######## cache_fill_fsm_flat ########
cache_fill_fsm_flat, gate families picked out:
Drawn at 4 px/um.
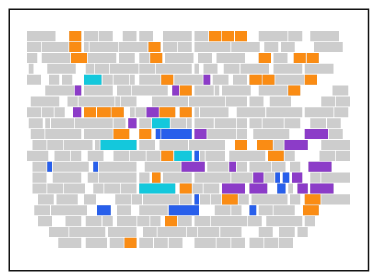

===== src/rtl/cache_fill_fsm_if.sv =====
// cache_fill_fsm_if: miss, main-memory and cache-fill signals of the block fill controller
interface cache_fill_fsm_if;
  logic        i_miss;
  logic [15:0] i_miss_addr;
  logic        d_miss;
  logic [15:0] d_miss_addr;
  logic        mem_en;
  logic [15:0] mem_addr;
  logic        mem_data_valid;
  logic [15:0] mem_data;
  logic        fill_we;
  logic        fill_sel;
  logic [2:0]  fill_word;
  logic [15:0] fill_data;
  logic        fill_tag_we;
  logic        i_fill_done;
  logic        d_fill_done;
  logic        busy;
  modport master (
    input  i_miss, i_miss_addr, d_miss, d_miss_addr, mem_data_valid, mem_data,
    output mem_en, mem_addr, fill_we, fill_sel, fill_word, fill_data, fill_tag_we,
           i_fill_done, d_fill_done, busy
  );
  modport slave (
    output i_miss, i_miss_addr, d_miss, d_miss_addr, mem_data_valid, mem_data,
    input  mem_en, mem_addr, fill_we, fill_sel, fill_word, fill_data, fill_tag_we,
           i_fill_done, d_fill_done, busy
  );
endinterface


===== src/rtl/cache_fill_fsm.sv =====
// cache_fill_fsm: fetches the 8-word block of an I- or D-cache miss (D first) and writes it into the cache
module cache_fill_fsm (
  input logic clk,
  input logic rst_n,
  cache_fill_fsm_if.master bus
);
  typedef enum logic [1:0] {IDLE, FILL, DONE} state_t;
  state_t      state_q, state_d;
  logic [15:0] base_q, base_d;
  logic        sel_q, sel_d;
  logic [3:0]  req_q, req_d;
  logic [2:0]  ret_q, ret_d;
  logic        accept, in_fill, fill_hit;
  always_comb begin
    accept   = state_q == IDLE && (bus.d_miss || bus.i_miss);
    in_fill  = state_q == FILL;
    fill_hit = in_fill && bus.mem_data_valid;
    state_d  = accept ? FILL : state_q == DONE ? IDLE : fill_hit && ret_q == 3'd7 ? DONE : state_q;
    base_d   = accept ? ((bus.d_miss ? bus.d_miss_addr : bus.i_miss_addr) & 16'hFFF0) : base_q;
    sel_d    = accept ? bus.d_miss : sel_q;
    req_d    = accept ? 4'd0 : in_fill && !req_q[3] ? req_q + 4'd1 : req_q;
    ret_d    = accept ? 3'd0 : fill_hit ? ret_q + 3'd1 : ret_q;
  end
  always_ff @(posedge clk or negedge rst_n) begin
    if (!rst_n) begin
      state_q <= IDLE;
      base_q  <= 16'd0;
      sel_q   <= 1'b0;
      req_q   <= 4'd0;
      ret_q   <= 3'd0;
    end else begin
      state_q <= state_d;
      base_q  <= base_d;
      sel_q   <= sel_d;
      req_q   <= req_d;
      ret_q   <= ret_d;
    end
  end
  assign bus.mem_en      = in_fill && !req_q[3];
  assign bus.mem_addr    = bus.mem_en ? base_q + {11'd0, req_q, 1'b0} : 16'd0;
  assign bus.fill_we     = fill_hit;
  assign bus.fill_word   = fill_hit ? ret_q : 3'd0;
  assign bus.fill_data   = fill_hit ? bus.mem_data : 16'd0;
  assign bus.fill_tag_we = fill_hit && ret_q == 3'd7;
  assign bus.fill_sel    = sel_q;
  assign bus.i_fill_done = state_q == DONE && !sel_q;
  assign bus.d_fill_done = state_q == DONE && sel_q;
  assign bus.busy        = state_q != IDLE;
endmodule


===== src/flat_wrapper.sv =====
// flat-port wrapper written by rule: the top's interface ports become plain ports
module cache_fill_fsm_flat 
  (clk, rst_n, bus_i_miss, bus_i_miss_addr, bus_d_miss, bus_d_miss_addr, bus_mem_data_valid, bus_mem_data, bus_mem_en, bus_mem_addr, bus_fill_we, bus_fill_sel, bus_fill_word, bus_fill_data, bus_fill_tag_we, bus_i_fill_done, bus_d_fill_done, bus_busy);
  cache_fill_fsm_if bus_i ();
  input logic clk;
  input logic rst_n;
  input wire logic [$bits(bus_i.i_miss)-1:0] bus_i_miss;
  input wire logic [$bits(bus_i.i_miss_addr)-1:0] bus_i_miss_addr;
  input wire logic [$bits(bus_i.d_miss)-1:0] bus_d_miss;
  input wire logic [$bits(bus_i.d_miss_addr)-1:0] bus_d_miss_addr;
  input wire logic [$bits(bus_i.mem_data_valid)-1:0] bus_mem_data_valid;
  input wire logic [$bits(bus_i.mem_data)-1:0] bus_mem_data;
  output wire logic [$bits(bus_i.mem_en)-1:0] bus_mem_en;
  output wire logic [$bits(bus_i.mem_addr)-1:0] bus_mem_addr;
  output wire logic [$bits(bus_i.fill_we)-1:0] bus_fill_we;
  output wire logic [$bits(bus_i.fill_sel)-1:0] bus_fill_sel;
  output wire logic [$bits(bus_i.fill_word)-1:0] bus_fill_word;
  output wire logic [$bits(bus_i.fill_data)-1:0] bus_fill_data;
  output wire logic [$bits(bus_i.fill_tag_we)-1:0] bus_fill_tag_we;
  output wire logic [$bits(bus_i.i_fill_done)-1:0] bus_i_fill_done;
  output wire logic [$bits(bus_i.d_fill_done)-1:0] bus_d_fill_done;
  output wire logic [$bits(bus_i.busy)-1:0] bus_busy;
  assign bus_i.i_miss = bus_i_miss;
  assign bus_i.i_miss_addr = bus_i_miss_addr;
  assign bus_i.d_miss = bus_d_miss;
  assign bus_i.d_miss_addr = bus_d_miss_addr;
  assign bus_i.mem_data_valid = bus_mem_data_valid;
  assign bus_i.mem_data = bus_mem_data;
  assign bus_mem_en = bus_i.mem_en;
  assign bus_mem_addr = bus_i.mem_addr;
  assign bus_fill_we = bus_i.fill_we;
  assign bus_fill_sel = bus_i.fill_sel;
  assign bus_fill_word = bus_i.fill_word;
  assign bus_fill_data = bus_i.fill_data;
  assign bus_fill_tag_we = bus_i.fill_tag_we;
  assign bus_i_fill_done = bus_i.i_fill_done;
  assign bus_d_fill_done = bus_i.d_fill_done;
  assign bus_busy = bus_i.busy;
  cache_fill_fsm u_core (.clk(clk), .rst_n(rst_n), .bus(bus_i));
endmodule

===== config.mk =====
export PLATFORM = sky130hd
export DESIGN_NAME = cache_fill_fsm_flat
export DESIGN_NICKNAME = d
export VERILOG_FILES = /design/src/rtl/cache_fill_fsm_if.sv /design/src/rtl/cache_fill_fsm.sv /design/src/flat_wrapper.sv
export SDC_FILE = /design/constraint.sdc
export NUM_CORES = 1
export LEC_CHECK = 0
export CORE_ASPECT_RATIO = 0.7
export CORE_MARGIN = 4
export CORE_UTILIZATION = 33
export DETAILED_ROUTE_END_ITERATION = 10
export PLACE_DENSITY = 0.76
export SYNTH_ARGS = -nofsm -noshare
export SYNTH_HDL_FRONTEND = slang
export SYNTH_SLANG_ARGS = --single-unit

===== constraint.sdc =====
create_clock -name clk -period 1.6 [get_ports clk]
set_clock_uncertainty 0.1 [all_clocks]
set_input_delay 0.24 -clock clk [delete_from_list [all_inputs] [get_ports clk]]
set_output_delay 0.24 -clock clk [all_outputs]
set_load 0.05 [all_outputs]

######## stream_fifo ########
<file path="src/rtl/stream_fifo_pkg.sv">
// Shared types and defaults for the stream_fifo elastic buffer.
package stream_fifo_pkg;

  localparam int unsigned DEFAULT_DATA_W = 8;
  localparam int unsigned DEFAULT_DEPTH  = 4;

  typedef enum logic [1:0] {
    EMPTY   = 2'd0,
    PARTIAL = 2'd1,
    FULL    = 2'd2
  } state_t;

endpackage

</file>
<file path="src/rtl/stream_fifo_mem.sv">
// DEPTH x DATA_W storage: one synchronous write port, one asynchronous read port, no reset.
module stream_fifo_mem #(
  parameter int unsigned DATA_W = 8,
  parameter int unsigned DEPTH  = 4,
  parameter int unsigned AW     = 2
) (
  input  logic              clk,
  input  logic              we,
  input  logic [AW-1:0]     waddr,
  input  logic [DATA_W-1:0] wdata,
  input  logic [AW-1:0]     raddr,
  output logic [DATA_W-1:0] rdata
);

  logic [DATA_W-1:0] mem [DEPTH];

  always_ff @(posedge clk) begin
    if (we) begin
      mem[waddr] <= wdata;
    end
  end

  assign rdata = mem[raddr];

endmodule

</file>
<file path="src/rtl/stream_fifo.sv">
// First-word-fall-through valid/ready FIFO with fully registered handshake outputs.
// Optional STREAM_FIFO_LEVEL_EN adds a registered occupancy port "level".
module stream_fifo
  import stream_fifo_pkg::*;
#(
  parameter int unsigned  DATA_W = DEFAULT_DATA_W,
  parameter int unsigned  DEPTH  = DEFAULT_DEPTH,
  localparam int unsigned AW     = $clog2(DEPTH)
) (
  input  logic              clk,
  input  logic              rst,
  input  logic              s_valid,
  input  logic [DATA_W-1:0] s_data,
  output logic              s_ready,
  output logic              m_valid,
  output logic [DATA_W-1:0] m_data,
`ifdef STREAM_FIFO_LEVEL_EN
  output logic [AW:0]       level,
`endif
  input  logic              m_ready
);

  logic              push;
  logic              pop;
  logic [AW-1:0]     wptr;
  logic [AW-1:0]     rptr;
  logic [AW-1:0]     rptr_nxt;
  logic [AW:0]       count;
  logic [AW:0]       count_nxt;
  logic [DATA_W-1:0] rdata;
  logic [DATA_W-1:0] head_nxt;
  state_t            state;
  state_t            state_nxt;

  stream_fifo_mem #(
    .DATA_W (DATA_W),
    .DEPTH  (DEPTH),
    .AW     (AW)
  ) u_mem (
    .clk   (clk),
    .we    (push),
    .waddr (wptr),
    .wdata (s_data),
    .raddr (rptr_nxt),
    .rdata (rdata)
  );

  // Handshakes, next pointers/count and the next head entry.
  always_comb begin
    push      = s_valid & s_ready;
    pop       = m_valid & m_ready;
    rptr_nxt  = rptr + AW'(pop);
    count_nxt = count + (AW+1)'(push) - (AW+1)'(pop);
    head_nxt  = m_data;
    // A beat pushed into an otherwise-empty buffer bypasses storage to the head.
    if (push && (count == (AW+1)'(pop))) begin
      head_nxt = s_data;
    end else if (pop && (count > (AW+1)'(1))) begin
      head_nxt = rdata;
    end
  end

  // Occupancy state transitions.
  always_comb begin
    state_nxt = state;
    case (state)
      EMPTY: begin
        if (push) state_nxt = PARTIAL;
      end
      PARTIAL: begin
        if (push && !pop && (count == (AW+1)'(DEPTH - 1))) begin
          state_nxt = FULL;
        end else if (pop && !push && (count == (AW+1)'(1))) begin
          state_nxt = EMPTY;
        end
      end
      FULL: begin
        if (pop) state_nxt = PARTIAL;
      end
      default: state_nxt = EMPTY;
    endcase
  end

  always_ff @(posedge clk) begin
    if (rst) begin
      wptr    <= '0;
      rptr    <= '0;
      count   <= '0;
      state   <= EMPTY;
      s_ready <= 1'b0;
      m_valid <= 1'b0;
      m_data  <= '0;
    end else begin
      wptr    <= wptr + AW'(push);
      rptr    <= rptr_nxt;
      count   <= count_nxt;
      state   <= state_nxt;
      s_ready <= (state_nxt != FULL);
      m_valid <= (state_nxt != EMPTY);
      m_data  <= head_nxt;
    end
  end

`ifdef STREAM_FIFO_LEVEL_EN
  assign level = count;
`endif

endmodule
</file>
<file path="config.mk">
export PLATFORM = sky130hd
export DESIGN_NAME = stream_fifo
export DESIGN_NICKNAME = d
export VERILOG_FILES = /design/src/rtl/stream_fifo_pkg.sv /design/src/rtl/stream_fifo_mem.sv /design/src/rtl/stream_fifo.sv
export SDC_FILE = /design/constraint.sdc
export NUM_CORES = 1
export LEC_CHECK = 0
export ABC_CLOCK_PERIOD_IN_PS = 2300
export CORE_ASPECT_RATIO = 0.8
export CORE_UTILIZATION = 40
export CTS_CLUSTER_DIAMETER = 50
export DETAILED_ROUTE_END_ITERATION = 8
export GPL_ROUTABILITY_DRIVEN = 0
export PLACE_DENSITY = 0.73
export SETUP_SLACK_MARGIN = 0.02
export SLEW_MARGIN = 20
export SYNTH_ARGS = -nofsm -noshare
export SYNTH_HDL_FRONTEND = slang
export SYNTH_SLANG_ARGS = --single-unit
</file>
<file path="constraint.sdc">
create_clock -name clk -period 2.3 [get_ports clk]
set_input_delay 0.69 -clock clk [delete_from_list [all_inputs] [get_ports clk]]
set_output_delay 0.69 -clock clk [all_outputs]
set_load 0.02 [all_outputs]
</file>
######## mul_div_unit ########
[src/rtl/mul_div_unit_pkg.sv]
// Shared types for the RV32M multiply/divide unit: funct3 op encoding, FSM states, iteration count.
package mul_div_unit_pkg;

   typedef enum logic [2:0] {
      OP_MUL    = 3'b000,
      OP_MULH   = 3'b001,
      OP_MULHSU = 3'b010,
      OP_MULHU  = 3'b011,
      OP_DIV    = 3'b100,
      OP_DIVU   = 3'b101,
      OP_REM    = 3'b110,
      OP_REMU   = 3'b111
   } mul_div_op_e;

   typedef enum logic [1:0] {
      ST_IDLE,
      ST_MUL,
      ST_DIV,
      ST_DONE
   } mul_div_state_e;

   localparam int MULDIV_ITER = 32;

endpackage

[src/rtl/mul_div_unit_div_step.sv]
// One restoring-division step: shift in a dividend bit, subtract the divisor if it fits.
// Purely combinational, no latency, no flow control.
module mul_div_unit_div_step #(
   parameter int W = 32
) (
   input  logic [W-1:0] rem_in,
   input  logic         dvd_bit,
   input  logic [W-1:0] divisor,
   output logic [W-1:0] rem_out,
   output logic         q_bit
);

   logic [W:0] trial;

   // rem_in < divisor, so a successful subtraction always fits in W bits
   always_comb begin
      trial   = {rem_in, dvd_bit};
      q_bit   = (trial >= {1'b0, divisor});
      rem_out = q_bit ? (trial[W-1:0] - divisor) : trial[W-1:0];
   end

endmodule

[src/rtl/mul_div_unit.sv]
// Iterative RV32M mul/div: 32-cycle shift-add / restoring divide, result_valid at T+33 (T+1 for /0, overflow,
// and MUL-class ops when MUL_DIV_FAST_MUL_EN is defined); busy stalls the pipe from issue until DONE.
module mul_div_unit
   import mul_div_unit_pkg::*;
#(
   parameter int XLEN  = 32,
   parameter int TAG_W = 5
) (
   input  logic             clk,
   input  logic             rst,
   input  logic             start,
   input  logic             kill,
   input  logic [2:0]       op,
   input  logic [XLEN-1:0]  src1,
   input  logic [XLEN-1:0]  src2,
   input  logic [TAG_W-1:0] tag_in,
   output logic             busy,
   output logic             result_valid,
   output logic [XLEN-1:0]  result,
   output logic [TAG_W-1:0] tag_out
);

   localparam int CNT_W = $clog2(MULDIV_ITER);

   mul_div_state_e    state_q, state_d;
   logic [CNT_W-1:0]  cnt_q, cnt_d;
   mul_div_op_e       op_q, op_d;
   logic [TAG_W-1:0]  tag_q, tag_d;
   logic [XLEN-1:0]   opnd_q, opnd_d;
   logic [2*XLEN-1:0] acc_q, acc_d;
   logic              neg_q, neg_d;
   logic              neg_rem_q, neg_rem_d;
   logic [XLEN-1:0]   result_q, result_d;
   logic [TAG_W-1:0]  tag_out_q, tag_out_d;

   logic              s1_signed, s2_signed, neg1, neg2, last_iter;
   logic [XLEN-1:0]   abs1, abs2, step_rem;
   logic              step_q;
   logic [2*XLEN-1:0] div_next;

   always_comb begin
      s1_signed = (op == OP_MULH) || (op == OP_MULHSU) || (op == OP_DIV) || (op == OP_REM);
      s2_signed = (op == OP_MULH) || (op == OP_DIV) || (op == OP_REM);
      neg1      = s1_signed && src1[XLEN-1];
      neg2      = s2_signed && src2[XLEN-1];
      abs1      = neg1 ? -src1 : src1;
      abs2      = neg2 ? -src2 : src2;
      last_iter = (cnt_q == CNT_W'(MULDIV_ITER - 1));
   end

   // acc holds {partial remainder, dividend being shifted out / quotient being shifted in}
   mul_div_unit_div_step #(.W(XLEN)) u_div_step (
      .rem_in  (acc_q[2*XLEN-1:XLEN]),
      .dvd_bit (acc_q[XLEN-1]),
      .divisor (opnd_q),
      .rem_out (step_rem),
      .q_bit   (step_q)
   );

   assign div_next = {step_rem, acc_q[XLEN-2:0], step_q};

`ifdef MUL_DIV_FAST_MUL_EN
   logic signed [2*XLEN-1:0] fast_a, fast_b, fast_p;

   always_comb begin
      fast_a = {{XLEN{neg1}}, src1};
      fast_b = {{XLEN{neg2}}, src2};
      fast_p = fast_a * fast_b;
   end
`else
   logic [XLEN:0]     mul_sum;
   logic [2*XLEN-1:0] mul_next, mul_prod;

   // acc holds {running high sum, multiplier bits still to consume}
   always_comb begin
      mul_sum  = {1'b0, acc_q[2*XLEN-1:XLEN]} + (acc_q[0] ? {1'b0, opnd_q} : '0);
      mul_next = {mul_sum, acc_q[XLEN-1:1]};
      mul_prod = neg_q ? -mul_next : mul_next;
   end
`endif

   always_comb begin
      state_d      = state_q;
      cnt_d        = cnt_q;
      op_d         = op_q;
      tag_d        = tag_q;
      opnd_d       = opnd_q;
      acc_d        = acc_q;
      neg_d        = neg_q;
      neg_rem_d    = neg_rem_q;
      result_d     = result_q;
      tag_out_d    = tag_out_q;
      busy         = 1'b0;
      result_valid = 1'b0;

      case (state_q)
         ST_IDLE: begin
            busy = start && !kill;
            if (start && !kill) begin
               op_d      = mul_div_op_e'(op);
               tag_d     = tag_in;
               neg_d     = neg1 ^ neg2;
               neg_rem_d = neg1;
               cnt_d     = '0;
               if (!op[2]) begin
`ifdef MUL_DIV_FAST_MUL_EN
                  result_d  = (op == OP_MUL) ? fast_p[XLEN-1:0] : fast_p[2*XLEN-1:XLEN];
                  tag_out_d = tag_in;
                  state_d   = ST_DONE;
`else
                  opnd_d  = abs1;
                  acc_d   = {{XLEN{1'b0}}, abs2};
                  state_d = ST_MUL;
`endif
               end else if (src2 == '0) begin
                  result_d  = op[1] ? src1 : '1;
                  tag_out_d = tag_in;
                  state_d   = ST_DONE;
               end else if (!op[0] && (src1 == {1'b1, {(XLEN-1){1'b0}}}) && (src2 == '1)) begin
                  result_d  = op[1] ? '0 : src1;
                  tag_out_d = tag_in;
                  state_d   = ST_DONE;
               end else begin
                  opnd_d  = abs2;
                  acc_d   = {{XLEN{1'b0}}, abs1};
                  state_d = ST_DIV;
               end
            end
         end
`ifndef MUL_DIV_FAST_MUL_EN
         ST_MUL: begin
            busy = 1'b1;
            if (kill) begin
               state_d = ST_IDLE;
            end else begin
               acc_d = mul_next;
               cnt_d = cnt_q + CNT_W'(1);
               if (last_iter) begin
                  result_d  = (op_q == OP_MUL) ? mul_prod[XLEN-1:0] : mul_prod[2*XLEN-1:XLEN];
                  tag_out_d = tag_q;
                  state_d   = ST_DONE;
               end
            end
         end
`endif
         ST_DIV: begin
            busy = 1'b1;
            if (kill) begin
               state_d = ST_IDLE;
            end else begin
               acc_d = div_next;
               cnt_d = cnt_q + CNT_W'(1);
               if (last_iter) begin
                  if (op_q[1]) begin
                     result_d = neg_rem_q ? -div_next[2*XLEN-1:XLEN] : div_next[2*XLEN-1:XLEN];
                  end else begin
                     result_d = neg_q ? -div_next[XLEN-1:0] : div_next[XLEN-1:0];
                  end
                  tag_out_d = tag_q;
                  state_d   = ST_DONE;
               end
            end
         end
         ST_DONE: begin
            result_valid = !kill;
            state_d      = ST_IDLE;
         end
         default: state_d = ST_IDLE;
      endcase

      if (!rst) begin
         busy         = 1'b0;
         result_valid = 1'b0;
      end
   end

   always_ff @(posedge clk) begin
      if (!rst) begin
         state_q   <= ST_IDLE;
         cnt_q     <= '0;
         op_q      <= OP_MUL;
         tag_q     <= '0;
         opnd_q    <= '0;
         acc_q     <= '0;
         neg_q     <= 1'b0;
         neg_rem_q <= 1'b0;
         result_q  <= '0;
         tag_out_q <= '0;
      end else begin
         state_q   <= state_d;
         cnt_q     <= cnt_d;
         op_q      <= op_d;
         tag_q     <= tag_d;
         opnd_q    <= opnd_d;
         acc_q     <= acc_d;
         neg_q     <= neg_d;
         neg_rem_q <= neg_rem_d;
         result_q  <= result_d;
         tag_out_q <= tag_out_d;
      end
   end

   assign result  = result_q;
   assign tag_out = tag_out_q;

endmodule

[config.mk]
export PLATFORM = sky130hd
export DESIGN_NAME = mul_div_unit
export DESIGN_NICKNAME = d
export VERILOG_FILES = /design/src/rtl/mul_div_unit_pkg.sv /design/src/rtl/mul_div_unit_div_step.sv /design/src/rtl/mul_div_unit.sv
export SDC_FILE = /design/constraint.sdc
export NUM_CORES = 1
export LEC_CHECK = 0
export CORE_MARGIN = 4
export CORE_UTILIZATION = 25
export DETAILED_ROUTE_END_ITERATION = 7
export PLACE_DENSITY = 0.42
export SETUP_SLACK_MARGIN = 0.5
export SLEW_MARGIN = 20
export SYNTH_ARGS = -nofsm -noshare
export SYNTH_HDL_FRONTEND = slang
export SYNTH_SLANG_ARGS = --single-unit
[constraint.sdc]
create_clock -name clk -period 7.33 [get_ports clk]
set_input_delay 1.0995 -clock clk [delete_from_list [all_inputs] [get_ports clk]]
set_output_delay 1.0995 -clock clk [all_outputs]
set_load 0.02 [all_outputs]
######## regfile_flat ########
<file path="src/rtl/regfile_pkg.sv">
// Shared ROB sizing constants and register-file types.
// Imported by the ROB, the register file and its operand resolver.
package regfile_pkg;

    localparam int ROB_WIDTH = 4;
    localparam int ROB_SIZE  = 1 << ROB_WIDTH;

    typedef logic [4:0]  reg_id_t;
    typedef logic [31:0] word_t;

    // x0 is hardwired, so it never takes a value write or a rename.
    function automatic logic reg_writable(input reg_id_t r);
        return (r != 5'd0);
    endfunction

endpackage

</file>
<file path="src/rtl/regfile_if.sv">
// Issue, ROB-search and commit signals between decoder/ROB and the register file.
interface regfile_if #(
    parameter int ROB_WIDTH = regfile_pkg::ROB_WIDTH
);
    import regfile_pkg::*;

    logic                 dec_ready;
    reg_id_t              dec_rs1;
    reg_id_t              dec_rs2;
    reg_id_t              dec_rd;
    logic [ROB_WIDTH-1:0] dec_rob_id;

    word_t                rs1_val;
    word_t                rs2_val;
    logic                 rs1_dep;
    logic                 rs2_dep;
    logic [ROB_WIDTH-1:0] rs1_tag;
    logic [ROB_WIDTH-1:0] rs2_tag;

    logic [ROB_WIDTH-1:0] search_rob_id_1;
    logic [ROB_WIDTH-1:0] search_rob_id_2;
    logic                 search_ready_1;
    logic                 search_ready_2;
    word_t                search_val_1;
    word_t                search_val_2;

    logic                 commit_ready;
    logic [ROB_WIDTH-1:0] commit_rob_id;
    reg_id_t              commit_reg_id;
    word_t                commit_val;

    modport master (
        output dec_ready, dec_rs1, dec_rs2, dec_rd, dec_rob_id,
        output search_ready_1, search_ready_2, search_val_1, search_val_2,
        output commit_ready, commit_rob_id, commit_reg_id, commit_val,
        input  rs1_val, rs2_val, rs1_dep, rs2_dep, rs1_tag, rs2_tag,
        input  search_rob_id_1, search_rob_id_2
    );

    modport slave (
        input  dec_ready, dec_rs1, dec_rs2, dec_rd, dec_rob_id,
        input  search_ready_1, search_ready_2, search_val_1, search_val_2,
        input  commit_ready, commit_rob_id, commit_reg_id, commit_val,
        output rs1_val, rs2_val, rs1_dep, rs2_dep, rs1_tag, rs2_tag,
        output search_rob_id_1, search_rob_id_2
    );

endinterface

</file>
<file path="src/rtl/regfile_resolve.sv">
// Per-operand priority mux: architectural state, then same-cycle commit,
// then ROB search result, otherwise report the producing ROB tag.
module reg_operand_resolve
    import regfile_pkg::*;
#(
    parameter int ROB_WIDTH = regfile_pkg::ROB_WIDTH
) (
    input  reg_id_t              rs_i,
    input  word_t                state_val_i,
    input  logic                 state_busy_i,
    input  logic [ROB_WIDTH-1:0] state_tag_i,
    input  logic                 commit_ready_i,
    input  logic [ROB_WIDTH-1:0] commit_rob_id_i,
    input  reg_id_t              commit_reg_id_i,
    input  word_t                commit_val_i,
    input  logic                 search_ready_i,
    input  word_t                search_val_i,
    output word_t                val_o,
    output logic                 dep_o,
    output logic [ROB_WIDTH-1:0] tag_o
);

    logic commit_hit_s;

    assign commit_hit_s = commit_ready_i
                       && (commit_rob_id_i == state_tag_i)
                       && (commit_reg_id_i == rs_i);

    // Resolve the operand in forwarding priority order.
    always_comb begin
        val_o = 32'd0;
        dep_o = 1'b0;
        tag_o = {ROB_WIDTH{1'b0}};
        if ((rs_i == 5'd0) || !state_busy_i) begin
            val_o = state_val_i;
        end else if (commit_hit_s) begin
            val_o = commit_val_i;
        end else if (search_ready_i) begin
            val_o = search_val_i;
        end else begin
            dep_o = 1'b1;
            tag_o = state_tag_i;
        end
    end

endmodule

</file>
<file path="src/rtl/regfile.sv">
// Architectural register file with rename tags: records producers at issue,
// resolves operands with commit/ROB forwarding, and retires values at commit.
module regfile
    import regfile_pkg::*;
#(
    parameter int ROB_WIDTH = regfile_pkg::ROB_WIDTH
) (
    input  logic      clk_in,
    input  logic      rst_n_in,
    input  logic      rdy_in,
    input  logic      clear,
    regfile_if.slave  bus
);

    word_t                val_q  [32];
    word_t                val_d  [32];
    logic                 busy_q [32];
    logic                 busy_d [32];
    logic [ROB_WIDTH-1:0] tag_q  [32];
    logic [ROB_WIDTH-1:0] tag_d  [32];

    word_t                rs1_val_s;
    word_t                rs2_val_s;
    logic                 rs1_dep_s;
    logic                 rs2_dep_s;
    logic [ROB_WIDTH-1:0] rs1_tag_s;
    logic [ROB_WIDTH-1:0] rs2_tag_s;

    logic                 commit_en_s;
    logic                 commit_release_s;
    logic                 rename_en_s;

    assign commit_en_s      = bus.commit_ready && reg_writable(bus.commit_reg_id);
    assign commit_release_s = busy_q[bus.commit_reg_id]
                           && (tag_q[bus.commit_reg_id] == bus.commit_rob_id);
    assign rename_en_s      = bus.dec_ready && !clear && reg_writable(bus.dec_rd);

    // Next state: commit first, then clear or rename so a same-cycle rename wins.
    always_comb begin
        for (int i = 0; i < 32; i++) begin
            val_d[i]  = val_q[i];
            busy_d[i] = busy_q[i];
            tag_d[i]  = tag_q[i];
        end
        if (rdy_in) begin
            if (commit_en_s) begin
                val_d[bus.commit_reg_id] = bus.commit_val;
                if (commit_release_s) begin
                    busy_d[bus.commit_reg_id] = 1'b0;
                end else begin
                    busy_d[bus.commit_reg_id] = busy_q[bus.commit_reg_id];
                end
            end else begin
                val_d[0] = 32'd0;
            end
            if (clear) begin
                for (int i = 0; i < 32; i++) begin
                    busy_d[i] = 1'b0;
                    tag_d[i]  = {ROB_WIDTH{1'b0}};
                end
            end else if (rename_en_s) begin
                busy_d[bus.dec_rd] = 1'b1;
                tag_d[bus.dec_rd]  = bus.dec_rob_id;
            end else begin
                busy_d[0] = 1'b0;
            end
        end else begin
            tag_d[0] = {ROB_WIDTH{1'b0}};
        end
    end

    // Register array state with asynchronous clear.
    always_ff @(posedge clk_in or negedge rst_n_in) begin
        if (!rst_n_in) begin
            for (int i = 0; i < 32; i++) begin
                val_q[i]  <= 32'd0;
                busy_q[i] <= 1'b0;
                tag_q[i]  <= {ROB_WIDTH{1'b0}};
            end
        end else begin
            for (int i = 0; i < 32; i++) begin
                val_q[i]  <= val_d[i];
                busy_q[i] <= busy_d[i];
                tag_q[i]  <= tag_d[i];
            end
        end
    end

    reg_operand_resolve #(.ROB_WIDTH(ROB_WIDTH)) u_resolve_rs1 (
        .rs_i            (bus.dec_rs1),
        .state_val_i     (val_q[bus.dec_rs1]),
        .state_busy_i    (busy_q[bus.dec_rs1]),
        .state_tag_i     (tag_q[bus.dec_rs1]),
        .commit_ready_i  (bus.commit_ready),
        .commit_rob_id_i (bus.commit_rob_id),
        .commit_reg_id_i (bus.commit_reg_id),
        .commit_val_i    (bus.commit_val),
        .search_ready_i  (bus.search_ready_1),
        .search_val_i    (bus.search_val_1),
        .val_o           (rs1_val_s),
        .dep_o           (rs1_dep_s),
        .tag_o           (rs1_tag_s)
    );

    reg_operand_resolve #(.ROB_WIDTH(ROB_WIDTH)) u_resolve_rs2 (
        .rs_i            (bus.dec_rs2),
        .state_val_i     (val_q[bus.dec_rs2]),
        .state_busy_i    (busy_q[bus.dec_rs2]),
        .state_tag_i     (tag_q[bus.dec_rs2]),
        .commit_ready_i  (bus.commit_ready),
        .commit_rob_id_i (bus.commit_rob_id),
        .commit_reg_id_i (bus.commit_reg_id),
        .commit_val_i    (bus.commit_val),
        .search_ready_i  (bus.search_ready_2),
        .search_val_i    (bus.search_val_2),
        .val_o           (rs2_val_s),
        .dep_o           (rs2_dep_s),
        .tag_o           (rs2_tag_s)
    );

    assign bus.rs1_val         = rs1_val_s;
    assign bus.rs2_val         = rs2_val_s;
    assign bus.rs1_dep         = rs1_dep_s;
    assign bus.rs2_dep         = rs2_dep_s;
    assign bus.rs1_tag         = rs1_tag_s;
    assign bus.rs2_tag         = rs2_tag_s;
    assign bus.search_rob_id_1 = tag_q[bus.dec_rs1];
    assign bus.search_rob_id_2 = tag_q[bus.dec_rs2];

endmodule

</file>
<file path="src/flat_wrapper.sv">
// flat-port wrapper written by rule: the top's interface ports become plain ports
module regfile_flat import regfile_pkg::*;
#(
    parameter int ROB_WIDTH = regfile_pkg::ROB_WIDTH
)
  (clk_in, rst_n_in, rdy_in, clear, bus_dec_ready, bus_dec_rs1, bus_dec_rs2, bus_dec_rd, bus_dec_rob_id, bus_search_ready_1, bus_search_ready_2, bus_search_val_1, bus_search_val_2, bus_commit_ready, bus_commit_rob_id, bus_commit_reg_id, bus_commit_val, bus_rs1_val, bus_rs2_val, bus_rs1_dep, bus_rs2_dep, bus_rs1_tag, bus_rs2_tag, bus_search_rob_id_1, bus_search_rob_id_2);
  regfile_if #(.ROB_WIDTH(ROB_WIDTH)) bus_i ();
  input  logic clk_in;
  input  logic rst_n_in;
  input  logic rdy_in;
  input  logic clear;
  input wire logic [$bits(bus_i.dec_ready)-1:0] bus_dec_ready;
  input wire logic [$bits(bus_i.dec_rs1)-1:0] bus_dec_rs1;
  input wire logic [$bits(bus_i.dec_rs2)-1:0] bus_dec_rs2;
  input wire logic [$bits(bus_i.dec_rd)-1:0] bus_dec_rd;
  input wire logic [$bits(bus_i.dec_rob_id)-1:0] bus_dec_rob_id;
  input wire logic [$bits(bus_i.search_ready_1)-1:0] bus_search_ready_1;
  input wire logic [$bits(bus_i.search_ready_2)-1:0] bus_search_ready_2;
  input wire logic [$bits(bus_i.search_val_1)-1:0] bus_search_val_1;
  input wire logic [$bits(bus_i.search_val_2)-1:0] bus_search_val_2;
  input wire logic [$bits(bus_i.commit_ready)-1:0] bus_commit_ready;
  input wire logic [$bits(bus_i.commit_rob_id)-1:0] bus_commit_rob_id;
  input wire logic [$bits(bus_i.commit_reg_id)-1:0] bus_commit_reg_id;
  input wire logic [$bits(bus_i.commit_val)-1:0] bus_commit_val;
  output wire logic [$bits(bus_i.rs1_val)-1:0] bus_rs1_val;
  output wire logic [$bits(bus_i.rs2_val)-1:0] bus_rs2_val;
  output wire logic [$bits(bus_i.rs1_dep)-1:0] bus_rs1_dep;
  output wire logic [$bits(bus_i.rs2_dep)-1:0] bus_rs2_dep;
  output wire logic [$bits(bus_i.rs1_tag)-1:0] bus_rs1_tag;
  output wire logic [$bits(bus_i.rs2_tag)-1:0] bus_rs2_tag;
  output wire logic [$bits(bus_i.search_rob_id_1)-1:0] bus_search_rob_id_1;
  output wire logic [$bits(bus_i.search_rob_id_2)-1:0] bus_search_rob_id_2;
  assign bus_i.dec_ready = bus_dec_ready;
  assign bus_i.dec_rs1 = bus_dec_rs1;
  assign bus_i.dec_rs2 = bus_dec_rs2;
  assign bus_i.dec_rd = bus_dec_rd;
  assign bus_i.dec_rob_id = bus_dec_rob_id;
  assign bus_i.search_ready_1 = bus_search_ready_1;
  assign bus_i.search_ready_2 = bus_search_ready_2;
  assign bus_i.search_val_1 = bus_search_val_1;
  assign bus_i.search_val_2 = bus_search_val_2;
  assign bus_i.commit_ready = bus_commit_ready;
  assign bus_i.commit_rob_id = bus_commit_rob_id;
  assign bus_i.commit_reg_id = bus_commit_reg_id;
  assign bus_i.commit_val = bus_commit_val;
  assign bus_rs1_val = bus_i.rs1_val;
  assign bus_rs2_val = bus_i.rs2_val;
  assign bus_rs1_dep = bus_i.rs1_dep;
  assign bus_rs2_dep = bus_i.rs2_dep;
  assign bus_rs1_tag = bus_i.rs1_tag;
  assign bus_rs2_tag = bus_i.rs2_tag;
  assign bus_search_rob_id_1 = bus_i.search_rob_id_1;
  assign bus_search_rob_id_2 = bus_i.search_rob_id_2;
  regfile #(.ROB_WIDTH(ROB_WIDTH)) u_core (.clk_in(clk_in), .rst_n_in(rst_n_in), .rdy_in(rdy_in), .clear(clear), .bus(bus_i));
endmodule
</file>
<file path="config.mk">
export PLATFORM = sky130hd
export DESIGN_NAME = regfile_flat
export DESIGN_NICKNAME = d
export VERILOG_FILES = /design/src/rtl/regfile_pkg.sv /design/src/rtl/regfile_if.sv /design/src/rtl/regfile_resolve.sv /design/src/rtl/regfile.sv /design/src/flat_wrapper.sv
export SDC_FILE = /design/constraint.sdc
export NUM_CORES = 2
export LEC_CHECK = 0
export CORE_MARGIN = 2
export CORE_UTILIZATION = 40
export DETAILED_ROUTE_END_ITERATION = 6
export GPL_ROUTABILITY_DRIVEN = 1
export SLEW_MARGIN = 10
export SYNTH_ARGS = -nofsm -noshare
export SYNTH_HDL_FRONTEND = slang
export SYNTH_HIERARCHICAL = 1
export SYNTH_SLANG_ARGS = --single-unit
</file>
<file path="constraint.sdc">
create_clock -name clk_in -period 5.8 [get_ports clk_in]
set_input_delay 1.16 -clock clk_in [delete_from_list [all_inputs] [get_ports clk_in]]
set_output_delay 1.16 -clock clk_in [all_outputs]
set_load 0.005 [all_outputs]
</file>

==> layout pictures side by side <==
Clock nets.
image #1
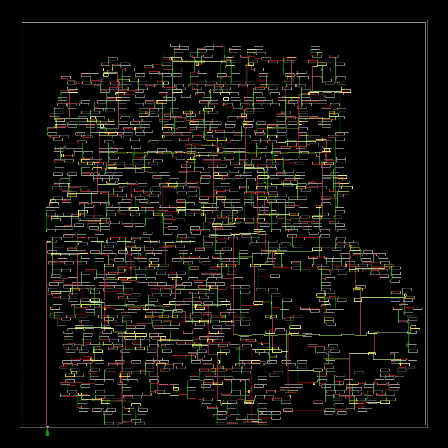
image #2
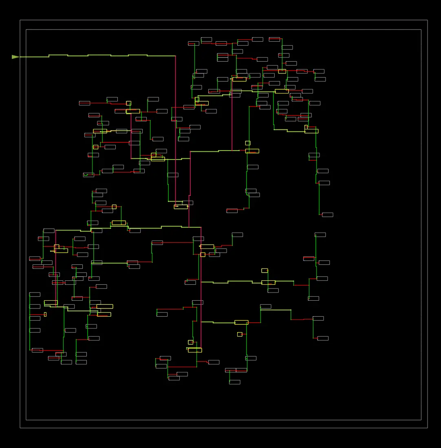
image #3
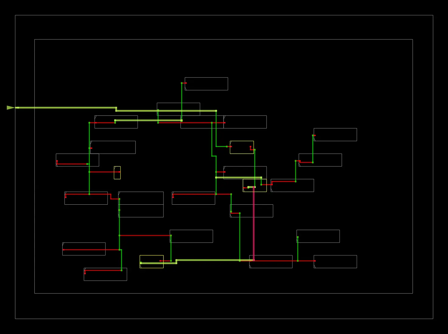
image #4
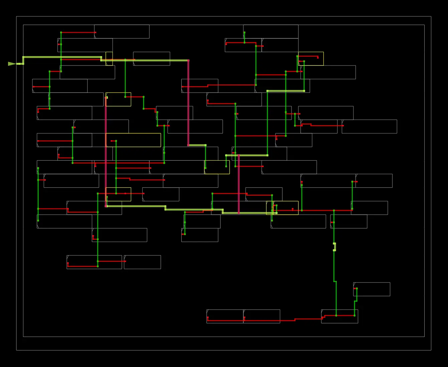
- image #2 = mul_div_unit
- image #1 = regfile_flat
- image #3 = cache_fill_fsm_flat
- image #4 = stream_fifo
Of these, fewest clock buffers: image #3
Of these, fewest sequential cells: image #3

mul_div_unit, ports around the boundary:
Drawn at 1.5 px/um. Pins as bars across the die edge, other pins in grey.
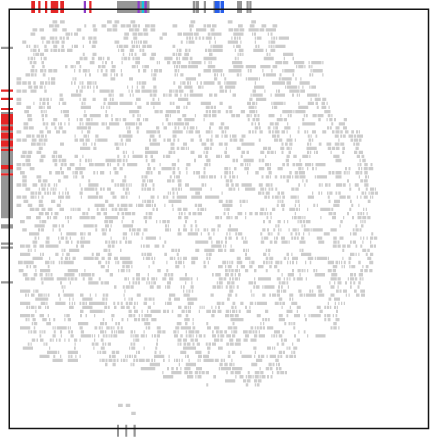
op: shown in purple, pins 3, direction input, edge north. busy: shown in cyan, pins 1, direction output, edge north. tag_in: shown in blue, pins 5, direction input, edge north. src2: shown in red, pins 32, direction input, edge 20 west, 12 north.
Port Buffers: 114
Die Ht: 278.5 um

mul_div_unit, M4 wires:
Drawn at 1.5 px/um.
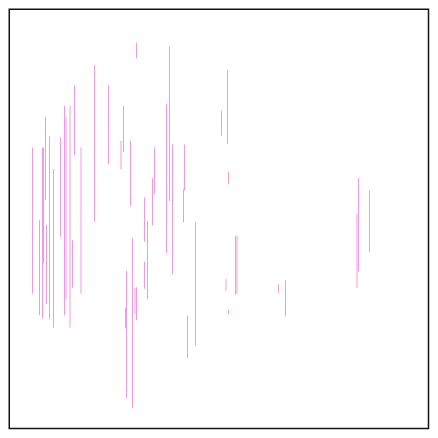
The layer carries 2800 um of wire. The layer holds 3.0% of the routed length. 42 nets have wire on it. The longest straight run is 148 um. The wires run mostly vertical.

==> impl_metrics.json, mul_div_unit <==
{
  "comb_cells": 2252,
  "p_clk_uw": 939,
  "crit_path_start_kind": "flip-flop",
  "status": "completed",
  "crit_family": "AND-OR/OR-AND gates",
  "buf_share_pct": 7.067,
  "setup_viol": 0,
  "power_leader": "combinational logic",
  "pg_seq_mw": 1.37,
  "yosysTopAreaCell": "dfxtp_1",
  "h-tree-depth": 4,
  "clk_pin_slew_ps": 70,
  "largestClassByArea": "multi-input combinational cells",
  "p_sw_mw": 4.618,
  "combPwrFrac_pct": 70.7,
  "drive_gt1_share_pct": 5.123,
  "crit_chain": "inv_1 -> ha_1 -> nand2b_1 -> a21o_1 -> a2111oi_0 -> o31ai_1 -> nand2_2 -> mux2_2 -> inv_1 -> ha_1 -> nand2_1 -> nor4_1 -> and3_1 -> a41oi_1 -> or4_1 -> o41ai_1 -> xor2_1 -> a41oi_1",
  "p_comb_mw": 5.58,
  "top_usage_layer": "met2",
  "rrSetupSlack_ps": 1060,
  "setup_tns_ps": 0,
  "cts_tree": "done",
  "final_area_um2": 20640,
  "dp_hpwl_um": 71920,
  "r2r_cells": 18,
  "grt_pass1_vias": 19870,
  "die_area_um2": 77560,
  "final_nets": 2816,
  "met2_length_um": 41170,
  "min_to": "tag_q[0]",
  "routed_wl_um": 92360,
  "syn_area_um2": 18290,
  "post_dp_cell_area_um2": 20060,
  "grt_max_degree": 77,
  "top_area_share_pct": 16.42,
  "peakVddDrop_uv": 220.2,
  "ys_sh_xor_pct": 8.187
}
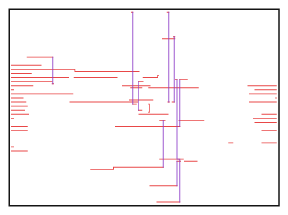
cache_fill_fsm_flat: metal layers overlaid
Drawn at 3 px/um. Two of the layers only.
metal 4: shown in purple, wire length 182 um. metal 3: shown in red, wire length 427 um.
final wirelength: 7068 um
total track usage: 23.08%
via count of the routed design: 1822
wire per inst: 20.61 um

About 'gate families picked out' of cache_fill_fsm_flat:
aoi and oai cells: shown in purple, cells 18, most used a21oi_4. and/or cells: shown in orange, cells 35, most used and2_4. fa/ha/maj cells: shown in cyan, cells 5, most used ha_1, where centre. nand cells: shown in blue, cells 12, most used nand2_1.
Post-Layout Cell Count: 343
combinational share of cell area: 33.74%

==> impl_metrics.json, cache_fill_fsm_flat <==
{
  "cts-buffers-inserted": 3,
  "violations": "negative setup slack",
  "p_leak_nw": 1.554,
  "worstSetupPathType": "flip-flop to output pin",
  "cap_viol_max_count": 0,
  "synth_seq_share_pct": 35.92,
  "routed.top_layer": "met4",
  "worst_setup_path_end_kind": "output pin",
  "r2r_cells": 6,
  "ys_top_cells_by_count": "and2_1 (24), dfrtp_1 (22), mux2_2 (20), nor2_1 (11), a21oi_1 (9)",
  "setup_viol": 55,
  "synthCells": 156,
  "drive_gt1_share_pct": 61.81,
  "status": "complete, but fails checks",
  "grt_pass1_vias": 1930,
  "syn_area_per_cell_um2": 9.825,
  "num-fill-cells": 224,
  "sh_seq_area_pct": 15.15,
  "crit_family": "simple AND/OR/NAND/NOR gates",
  "power_frac_clock_pct": 4.0,
  "grt_max_degree": 23,
  "rsz0062_at_grt": "yes",
  "tap_cells": 55,
  "p_total_mw": 9.579,
  "r2r-end": "u_core.req_q[2]",
  "peakVddDrop_uv": 1979,
  "pg_seq_mw": 1.23,
  "ys_area_um2": 1533,
  "yosys.area_share.simple_pct": 25.71,
  "combGateArea_um2": 1235,
  "rr_startpoint": "u_core.req_q[3]",
  "dp_slack_ps": -346.4,
  "setup_slack_ps": -625.0,
  "cts_resized": 49,
  "async_reset_ff_share_pct": 100.0,
  "crit_path_start_kind": "flip-flop",
  "antenna_found_initial": 0,
  "worstSkewPairLatency_ps": 270,
  "met2_length_um": 3648,
  "synth_flops": 22,
  "post_dp_cell_area_um2": 3269,
  "critPathArrivalTime_ps": 1890,
  "p_seq_share_pct": 12.9,
  "required_ps": 1260
}
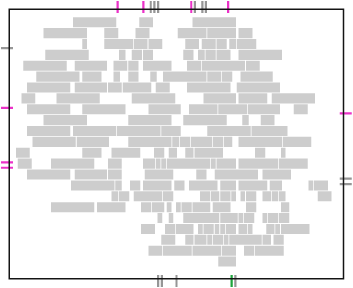
stream_fifo: ports around the boundary
Drawn at 4 px/um. Pins as bars across the die edge, other pins in grey.
m_ready: shown in green, pins 1, direction input, edge south. s_data: shown in magenta, pins 8, direction input, edge 4 north, 3 west, 1 east.
All pins by edge: 10 north, 5 south, 4 west, 3 east.

stream_fifo, clock distribution:
Drawn at 6 px/um.
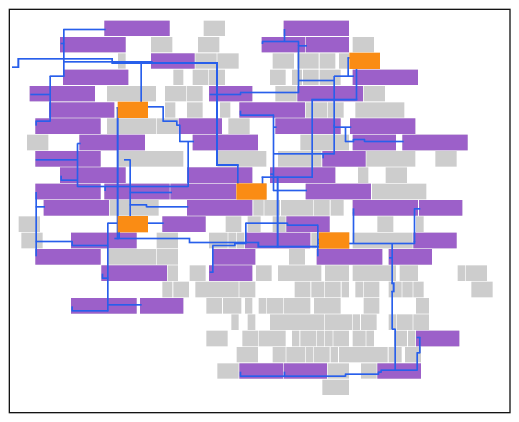
flip-flops: shown in purple, count 51. clock wires: shown in blue, length 612 um. clock drivers: shown in orange, count 5.
There are 6 routed clock nets. Position of the flops: spread over the die.
Clock power frac: 30.0%
clk ins delay skew pair: 310 ps
skew final: 9.805 ps

==> impl_metrics.json, stream_fifo <==
{
  "clk_share_pct": 3.912,
  "use_met1_pct": 18.90,
  "ctsHoldBuffers": 0,
  "slew_viol_final": 0,
  "p_leak_nw": 1.003,
  "cp-startpoint": "m_valid",
  "antenna_found_initial": 0,
  "syn_area_per_cell_um2": 15.19,
  "crit_buf_inv": 1,
  "status": "completed",
  "ys_top_cells_by_count": "edfxtp_1 (32), dfxtp_1 (19), a21oi_1 (9)",
  "p_int_mw": 1.560,
  "wl_met1_um": 1841,
  "period_used_pct": 91.42,
  "core_um2": 5036,
  "port-buffer-count": 21,
  "min_path_type": "flip-flop to flip-flop",
  "p_sw_uw": 501.7,
  "die_h_um": 66.98,
  "pg_seq_mw": 1.06,
  "overflow": 0
}
regfile_flat, ports around the boundary:
Drawn at 1 px/um. Pins as bars across the die edge, other pins in grey.
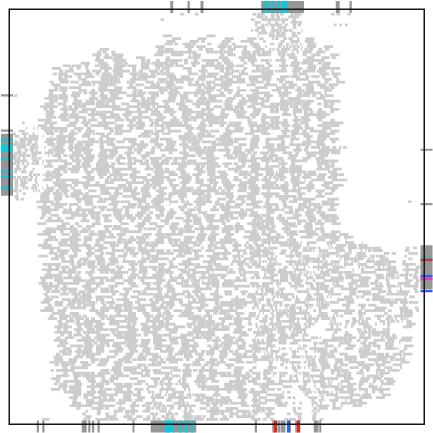
bus_commit_reg_id: shown in red, pins 5, direction input, edge 4 south, 1 east. rdy_in: shown in magenta, pins 1, direction input, edge east. bus_search_rob_id_2: shown in blue, pins 4, direction output, edge 2 south, 2 east. bus_rs2_val: shown in cyan, pins 32, direction output, edge 11 south, 10 north, 10 west, 1 east.
die width: 413.4 um
Port Buffers: 213
Die Ht: 413.4 um

regfile_flat, M4 wires:
Drawn at 1 px/um.
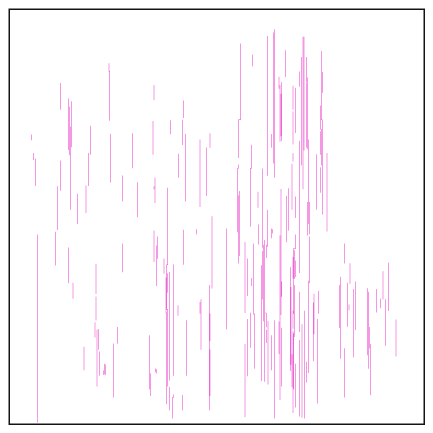
The wires run mostly vertical. 118 nets have wire on it. The layer holds 4.0% of the routed length. The layer carries 9210 um of wire.
final wirelength: 232500 um
via count of the routed design: 45730

==> impl_metrics.json, regfile_flat <==
{
  "yosysCellCount": 4605,
  "period_needed_ps": 5863,
  "dp_slack_ps": -305.4,
  "route.detailed.drc": 0,
  "p_seq_share_pct": 43.0,
  "sh_seq_area_pct": 38.09,
  "largestClassByArea": "multi-input combinational cells",
  "top_register": "u_core/val_q",
  "final_nets": 4832,
  "synth.area.mux_share_pct": 43.98,
  "crit_family": "multiplexers",
  "violations": "negative setup slack",
  "setup_slack_ps": -63.16,
  "crit_chain": "buf_8 -> buf_4 -> mux4_2 -> mux4_2 -> mux2_2 -> xnor2_2 -> nand4_1 -> buf_12 -> buf_12 -> o311ai_0 -> a31oi_1 -> clkdlybuf4s50_1",
  "clock_skew_ps": 18.84,
  "p_total_mw": 22.94,
  "synth_seq_share_pct": 44.18,
  "rr_startpoint": "u_core/busy_q[0]",
  "synth_warnings": 6,
  "tap_cells": 2204,
  "setup_viol": 1,
  "setup_tns_ps": -63.16,
  "core_um2": 166800,
  "synth_flops": 1184,
  "cp-endpoint": "bus_rs1_val[15]",
  "grtUsageMet3_pct": 5.666,
  "power_density_nw_per_um2": 295.0,
  "use_met1_pct": 37.41,
  "edf_count": 0,
  "status": "complete, but fails checks",
  "yosysTopAreaCell": "dfrtp_1",
  "slew_viol_final": 0,
  "clockBufferCount": 200,
  "crit_buf_inv": 5,
  "topCellsByArea": "dfrtp_1 (44%), mux4_2 (25%), mux2_2 (14%)",
  "rsz0062_at_grt": "yes",
  "top_usage_layer": "met2",
  "post-cts-setup-buffer-count": 3,
  "clk_pin_slew_ps": 60
}

######## store_buffer ########
store_buffer, gate families picked out:
Drawn at 1.5 px/um.
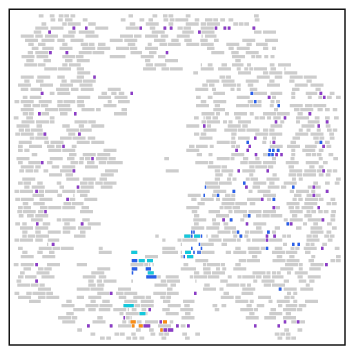
store_buffer, ports around the boundary:
Drawn at 1.5 px/um. Pins as bars across the die edge, other pins in grey.
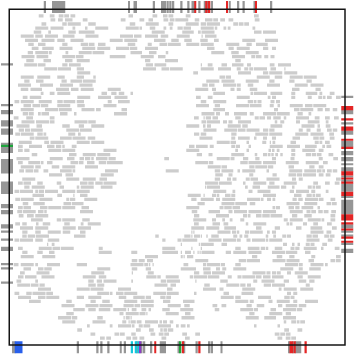
### config.mk
export PLATFORM = sky130hd
export DESIGN_NAME = store_buffer
export DESIGN_NICKNAME = d
export VERILOG_FILES = /design/src/rtl/store_buffer.sv
export SDC_FILE = /design/constraint.sdc
export NUM_CORES = 1
export LEC_CHECK = 0
export CORE_MARGIN = 2
export CORE_UTILIZATION = 30
export DETAILED_ROUTE_END_ITERATION = 12
export PLACE_DENSITY = 0.52
export SLEW_MARGIN = 15
export SYNTH_ARGS = -nofsm -noshare
export SYNTH_HDL_FRONTEND = slang
export SYNTH_SLANG_ARGS = --single-unit
### constraint.sdc
create_clock -name clock -period 11.4 [get_ports clock]
set_clock_uncertainty 0.05 [all_clocks]
set_input_delay 2.28 -clock clock [delete_from_list [all_inputs] [get_ports clock]]
set_output_delay 2.28 -clock clock [all_outputs]
set_load 0.1 [all_outputs]
### src/rtl/store_buffer.sv
// ============================================================================
//  Module      : store_buffer
//  Description : DEPTH-entry circular store buffer between ROB commit and MEM.
//                Drains stores in program order with one outstanding write.
//  Revision    : 1.0 - initial release
// ============================================================================
`default_nettype none

module store_buffer #(
   parameter int DEPTH   = 4,
   parameter int XLEN    = 32,
   parameter int TAG_LEN = 5
) (
   input  logic                     clock,
   input  logic                     reset,
   input  logic                     st_valid,
   input  logic [XLEN-1:0]          st_address,
   input  logic [XLEN-1:0]          st_data,
   input  logic [1:0]               st_size,
   input  logic [TAG_LEN-1:0]       st_rob_tag,
   input  logic                     mem_busy,
   input  logic                     mem_wr_ack,
   input  logic [XLEN-1:0]          load_address,
   output logic                     full,
   output logic [$clog2(DEPTH):0]   count,
   output logic                     pending_stores,
   output logic                     write_mem,
   output logic [XLEN-1:0]          mem_address,
   output logic [XLEN-1:0]          mem_data,
   output logic [1:0]               mem_size,
   output logic                     load_conflict
);

   localparam int c_PW = $clog2(DEPTH);
   localparam int c_CW = c_PW + 1;

   localparam logic [c_PW-1:0] c_PTR_ONE  = c_PW'(1);
   localparam logic [c_CW-1:0] c_CNT_ONE  = c_CW'(1);
   localparam logic [c_CW-1:0] c_CNT_FULL = c_CW'(DEPTH);

   localparam logic [1:0] c_IDLE  = 2'd0;
   localparam logic [1:0] c_ISSUE = 2'd1;
   localparam logic [1:0] c_WAIT  = 2'd2;

   logic [1:0]         state_q, state_d;
   logic [c_PW-1:0]    head_q, head_d;
   logic [c_PW-1:0]    tail_q, tail_d;
   logic [c_CW-1:0]    count_q, count_d;
   logic [DEPTH-1:0]   valid_q, valid_d;
   logic [XLEN-1:0]    addr_q [DEPTH];
   logic [XLEN-1:0]    addr_d [DEPTH];
   logic [XLEN-1:0]    data_q [DEPTH];
   logic [XLEN-1:0]    data_d [DEPTH];
   logic [1:0]         size_q [DEPTH];
   logic [1:0]         size_d [DEPTH];
   logic [TAG_LEN-1:0] tag_q  [DEPTH];
   logic [TAG_LEN-1:0] tag_d  [DEPTH];

   logic w_full;
   logic w_enq;
   logic w_pop;
   logic w_unused;

   // Full uses the registered count, so a same-cycle pop never frees a slot.
   assign w_full = (count_q == c_CNT_FULL);
   assign w_enq  = st_valid & ~w_full;
   assign w_pop  = (state_q == c_WAIT) & mem_wr_ack;

   // ROB tags are retained per entry but not consumed by this block.
   assign w_unused = ^{load_address[1:0], tag_q[head_q]};

   // ---------------- state register ----------------
   always_ff @(posedge clock or posedge reset) begin
      if (reset) begin
         state_q <= c_IDLE;
      end else begin
         state_q <= state_d;
      end
   end

   // ---------------- next-state logic ----------------
   always_comb begin
      state_d = state_q;
      case (state_q)
         c_IDLE:  if ((count_q != '0) && !mem_busy) state_d = c_ISSUE;
         c_ISSUE: state_d = c_WAIT;
         c_WAIT:  if (mem_wr_ack) state_d = c_IDLE;
         default: state_d = c_IDLE;
      endcase
   end

   // ---------------- FSM outputs ----------------
   always_comb begin
      write_mem   = 1'b0;
      mem_address = '0;
      mem_data    = '0;
      mem_size    = 2'd0;
      if (state_q == c_ISSUE) write_mem = 1'b1;
      if (state_q != c_IDLE) begin
         mem_address = addr_q[head_q];
         mem_data    = data_q[head_q];
         mem_size    = size_q[head_q];
      end
   end

   // ---------------- FIFO datapath ----------------
   always_comb begin
      head_d  = head_q;
      tail_d  = tail_q;
      count_d = count_q;
      valid_d = valid_q;
      addr_d  = addr_q;
      data_d  = data_q;
      size_d  = size_q;
      tag_d   = tag_q;
      if (w_pop) begin
         valid_d[head_q] = 1'b0;
         head_d          = head_q + c_PTR_ONE;
      end
      if (w_enq) begin
         valid_d[tail_q] = 1'b1;
         addr_d[tail_q]  = st_address;
         data_d[tail_q]  = st_data;
         size_d[tail_q]  = st_size;
         tag_d[tail_q]   = st_rob_tag;
         tail_d          = tail_q + c_PTR_ONE;
      end
      case ({w_enq, w_pop})
         2'b10:   count_d = count_q + c_CNT_ONE;
         2'b01:   count_d = count_q - c_CNT_ONE;
         default: count_d = count_q;
      endcase
   end

   always_ff @(posedge clock or posedge reset) begin
      if (reset) begin
         head_q  <= '0;
         tail_q  <= '0;
         count_q <= '0;
         valid_q <= '0;
         for (int i = 0; i < DEPTH; i++) begin
            addr_q[i] <= '0;
            data_q[i] <= '0;
            size_q[i] <= 2'd0;
            tag_q[i]  <= '0;
         end
      end else begin
         head_q  <= head_d;
         tail_q  <= tail_d;
         count_q <= count_d;
         valid_q <= valid_d;
         addr_q  <= addr_d;
         data_q  <= data_d;
         size_q  <= size_d;
         tag_q   <= tag_d;
      end
   end

   // Word-granular, conservative match against every valid entry.
   always_comb begin
      load_conflict = 1'b0;
      for (int i = 0; i < DEPTH; i++) begin
         if (valid_q[i] && (addr_q[i][XLEN-1:2] == load_address[XLEN-1:2])) begin
            load_conflict = 1'b1;
         end
      end
   end

   assign full           = w_full;
   assign count          = count_q;
   assign pending_stores = (count_q != '0);

endmodule

`default_nettype wire

==> impl_metrics.json <==
{
  "use_met1_pct": 20.76,
  "syn_area_um2": 14370,
  "setup_tns_ps": 0,
  "async_reset_ff_share_pct": 100.0,
  "ys_area_um2": 14370,
  "required_ps": 9070,
  "final_core_util_pct": 37.42,
  "dp_hpwl_um": 24500,
  "crit_buf_inv": 2,
  "status": "completed",
  "ys_sh_xor_pct": 7.619,
  "grtUsageMet3_pct": 4.175,
  "synth_cell_types": 28,
  "grt_pass1_vias": 9322,
  "final_area_um2": 17790
}
About 'gate families picked out' of store_buffer:
nand cells: shown in blue, cells 43, most used nand4_1. nor cells: shown in purple, cells 87, most used nor2b_1, where spread over the die. fa/ha/maj cells: shown in cyan, cells 10, most used ha_1, where south. and/or cells: shown in orange, cells 5, most used and3b_1, where south.

About 'ports around the boundary' of store_buffer:
count: shown in cyan, pins 3, direction output, edge south. mem_address: shown in red, pins 32, direction output, edge 20 east, 7 south, 5 north. pending_stores: shown in purple, pins 1, direction output, edge south. st_rob_tag: shown in blue, pins 5, direction input, edge south. mem_size: shown in green, pins 2, direction output, edge 1 west, 1 south.



==> screenshots <==
Metal layers overlaid.
Plate I
Drawn at 1 px/um. Two of the layers only.
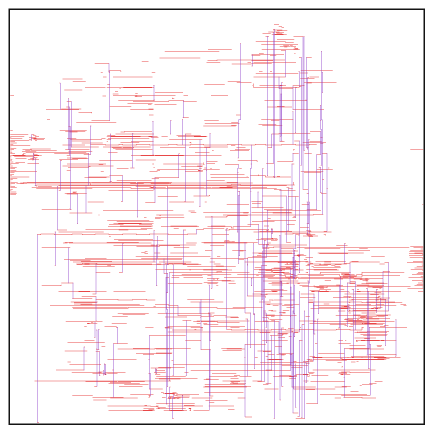
Plate II
Drawn at 1 px/um. Two of the layers only.
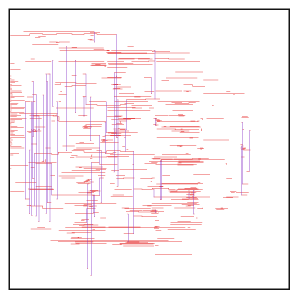
Plate III
Drawn at 1 px/um. Two of the layers only.
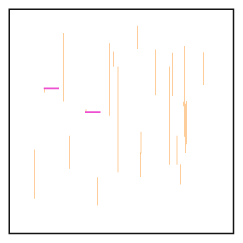
Plate IV
Drawn at 3 px/um. Two of the layers only.
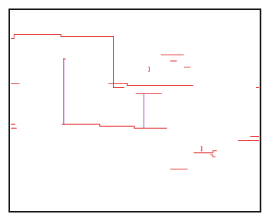
- regfile_flat = Plate I
- store_buffer = Plate III
- mul_div_unit = Plate II
- stream_fifo = Plate IV

Key to Plate III:
metal 4: shown in orange, wire length 899 um. metal 5: shown in magenta, wire length 27.6 um.

Power is estimated from default activity; no workload was simulated.
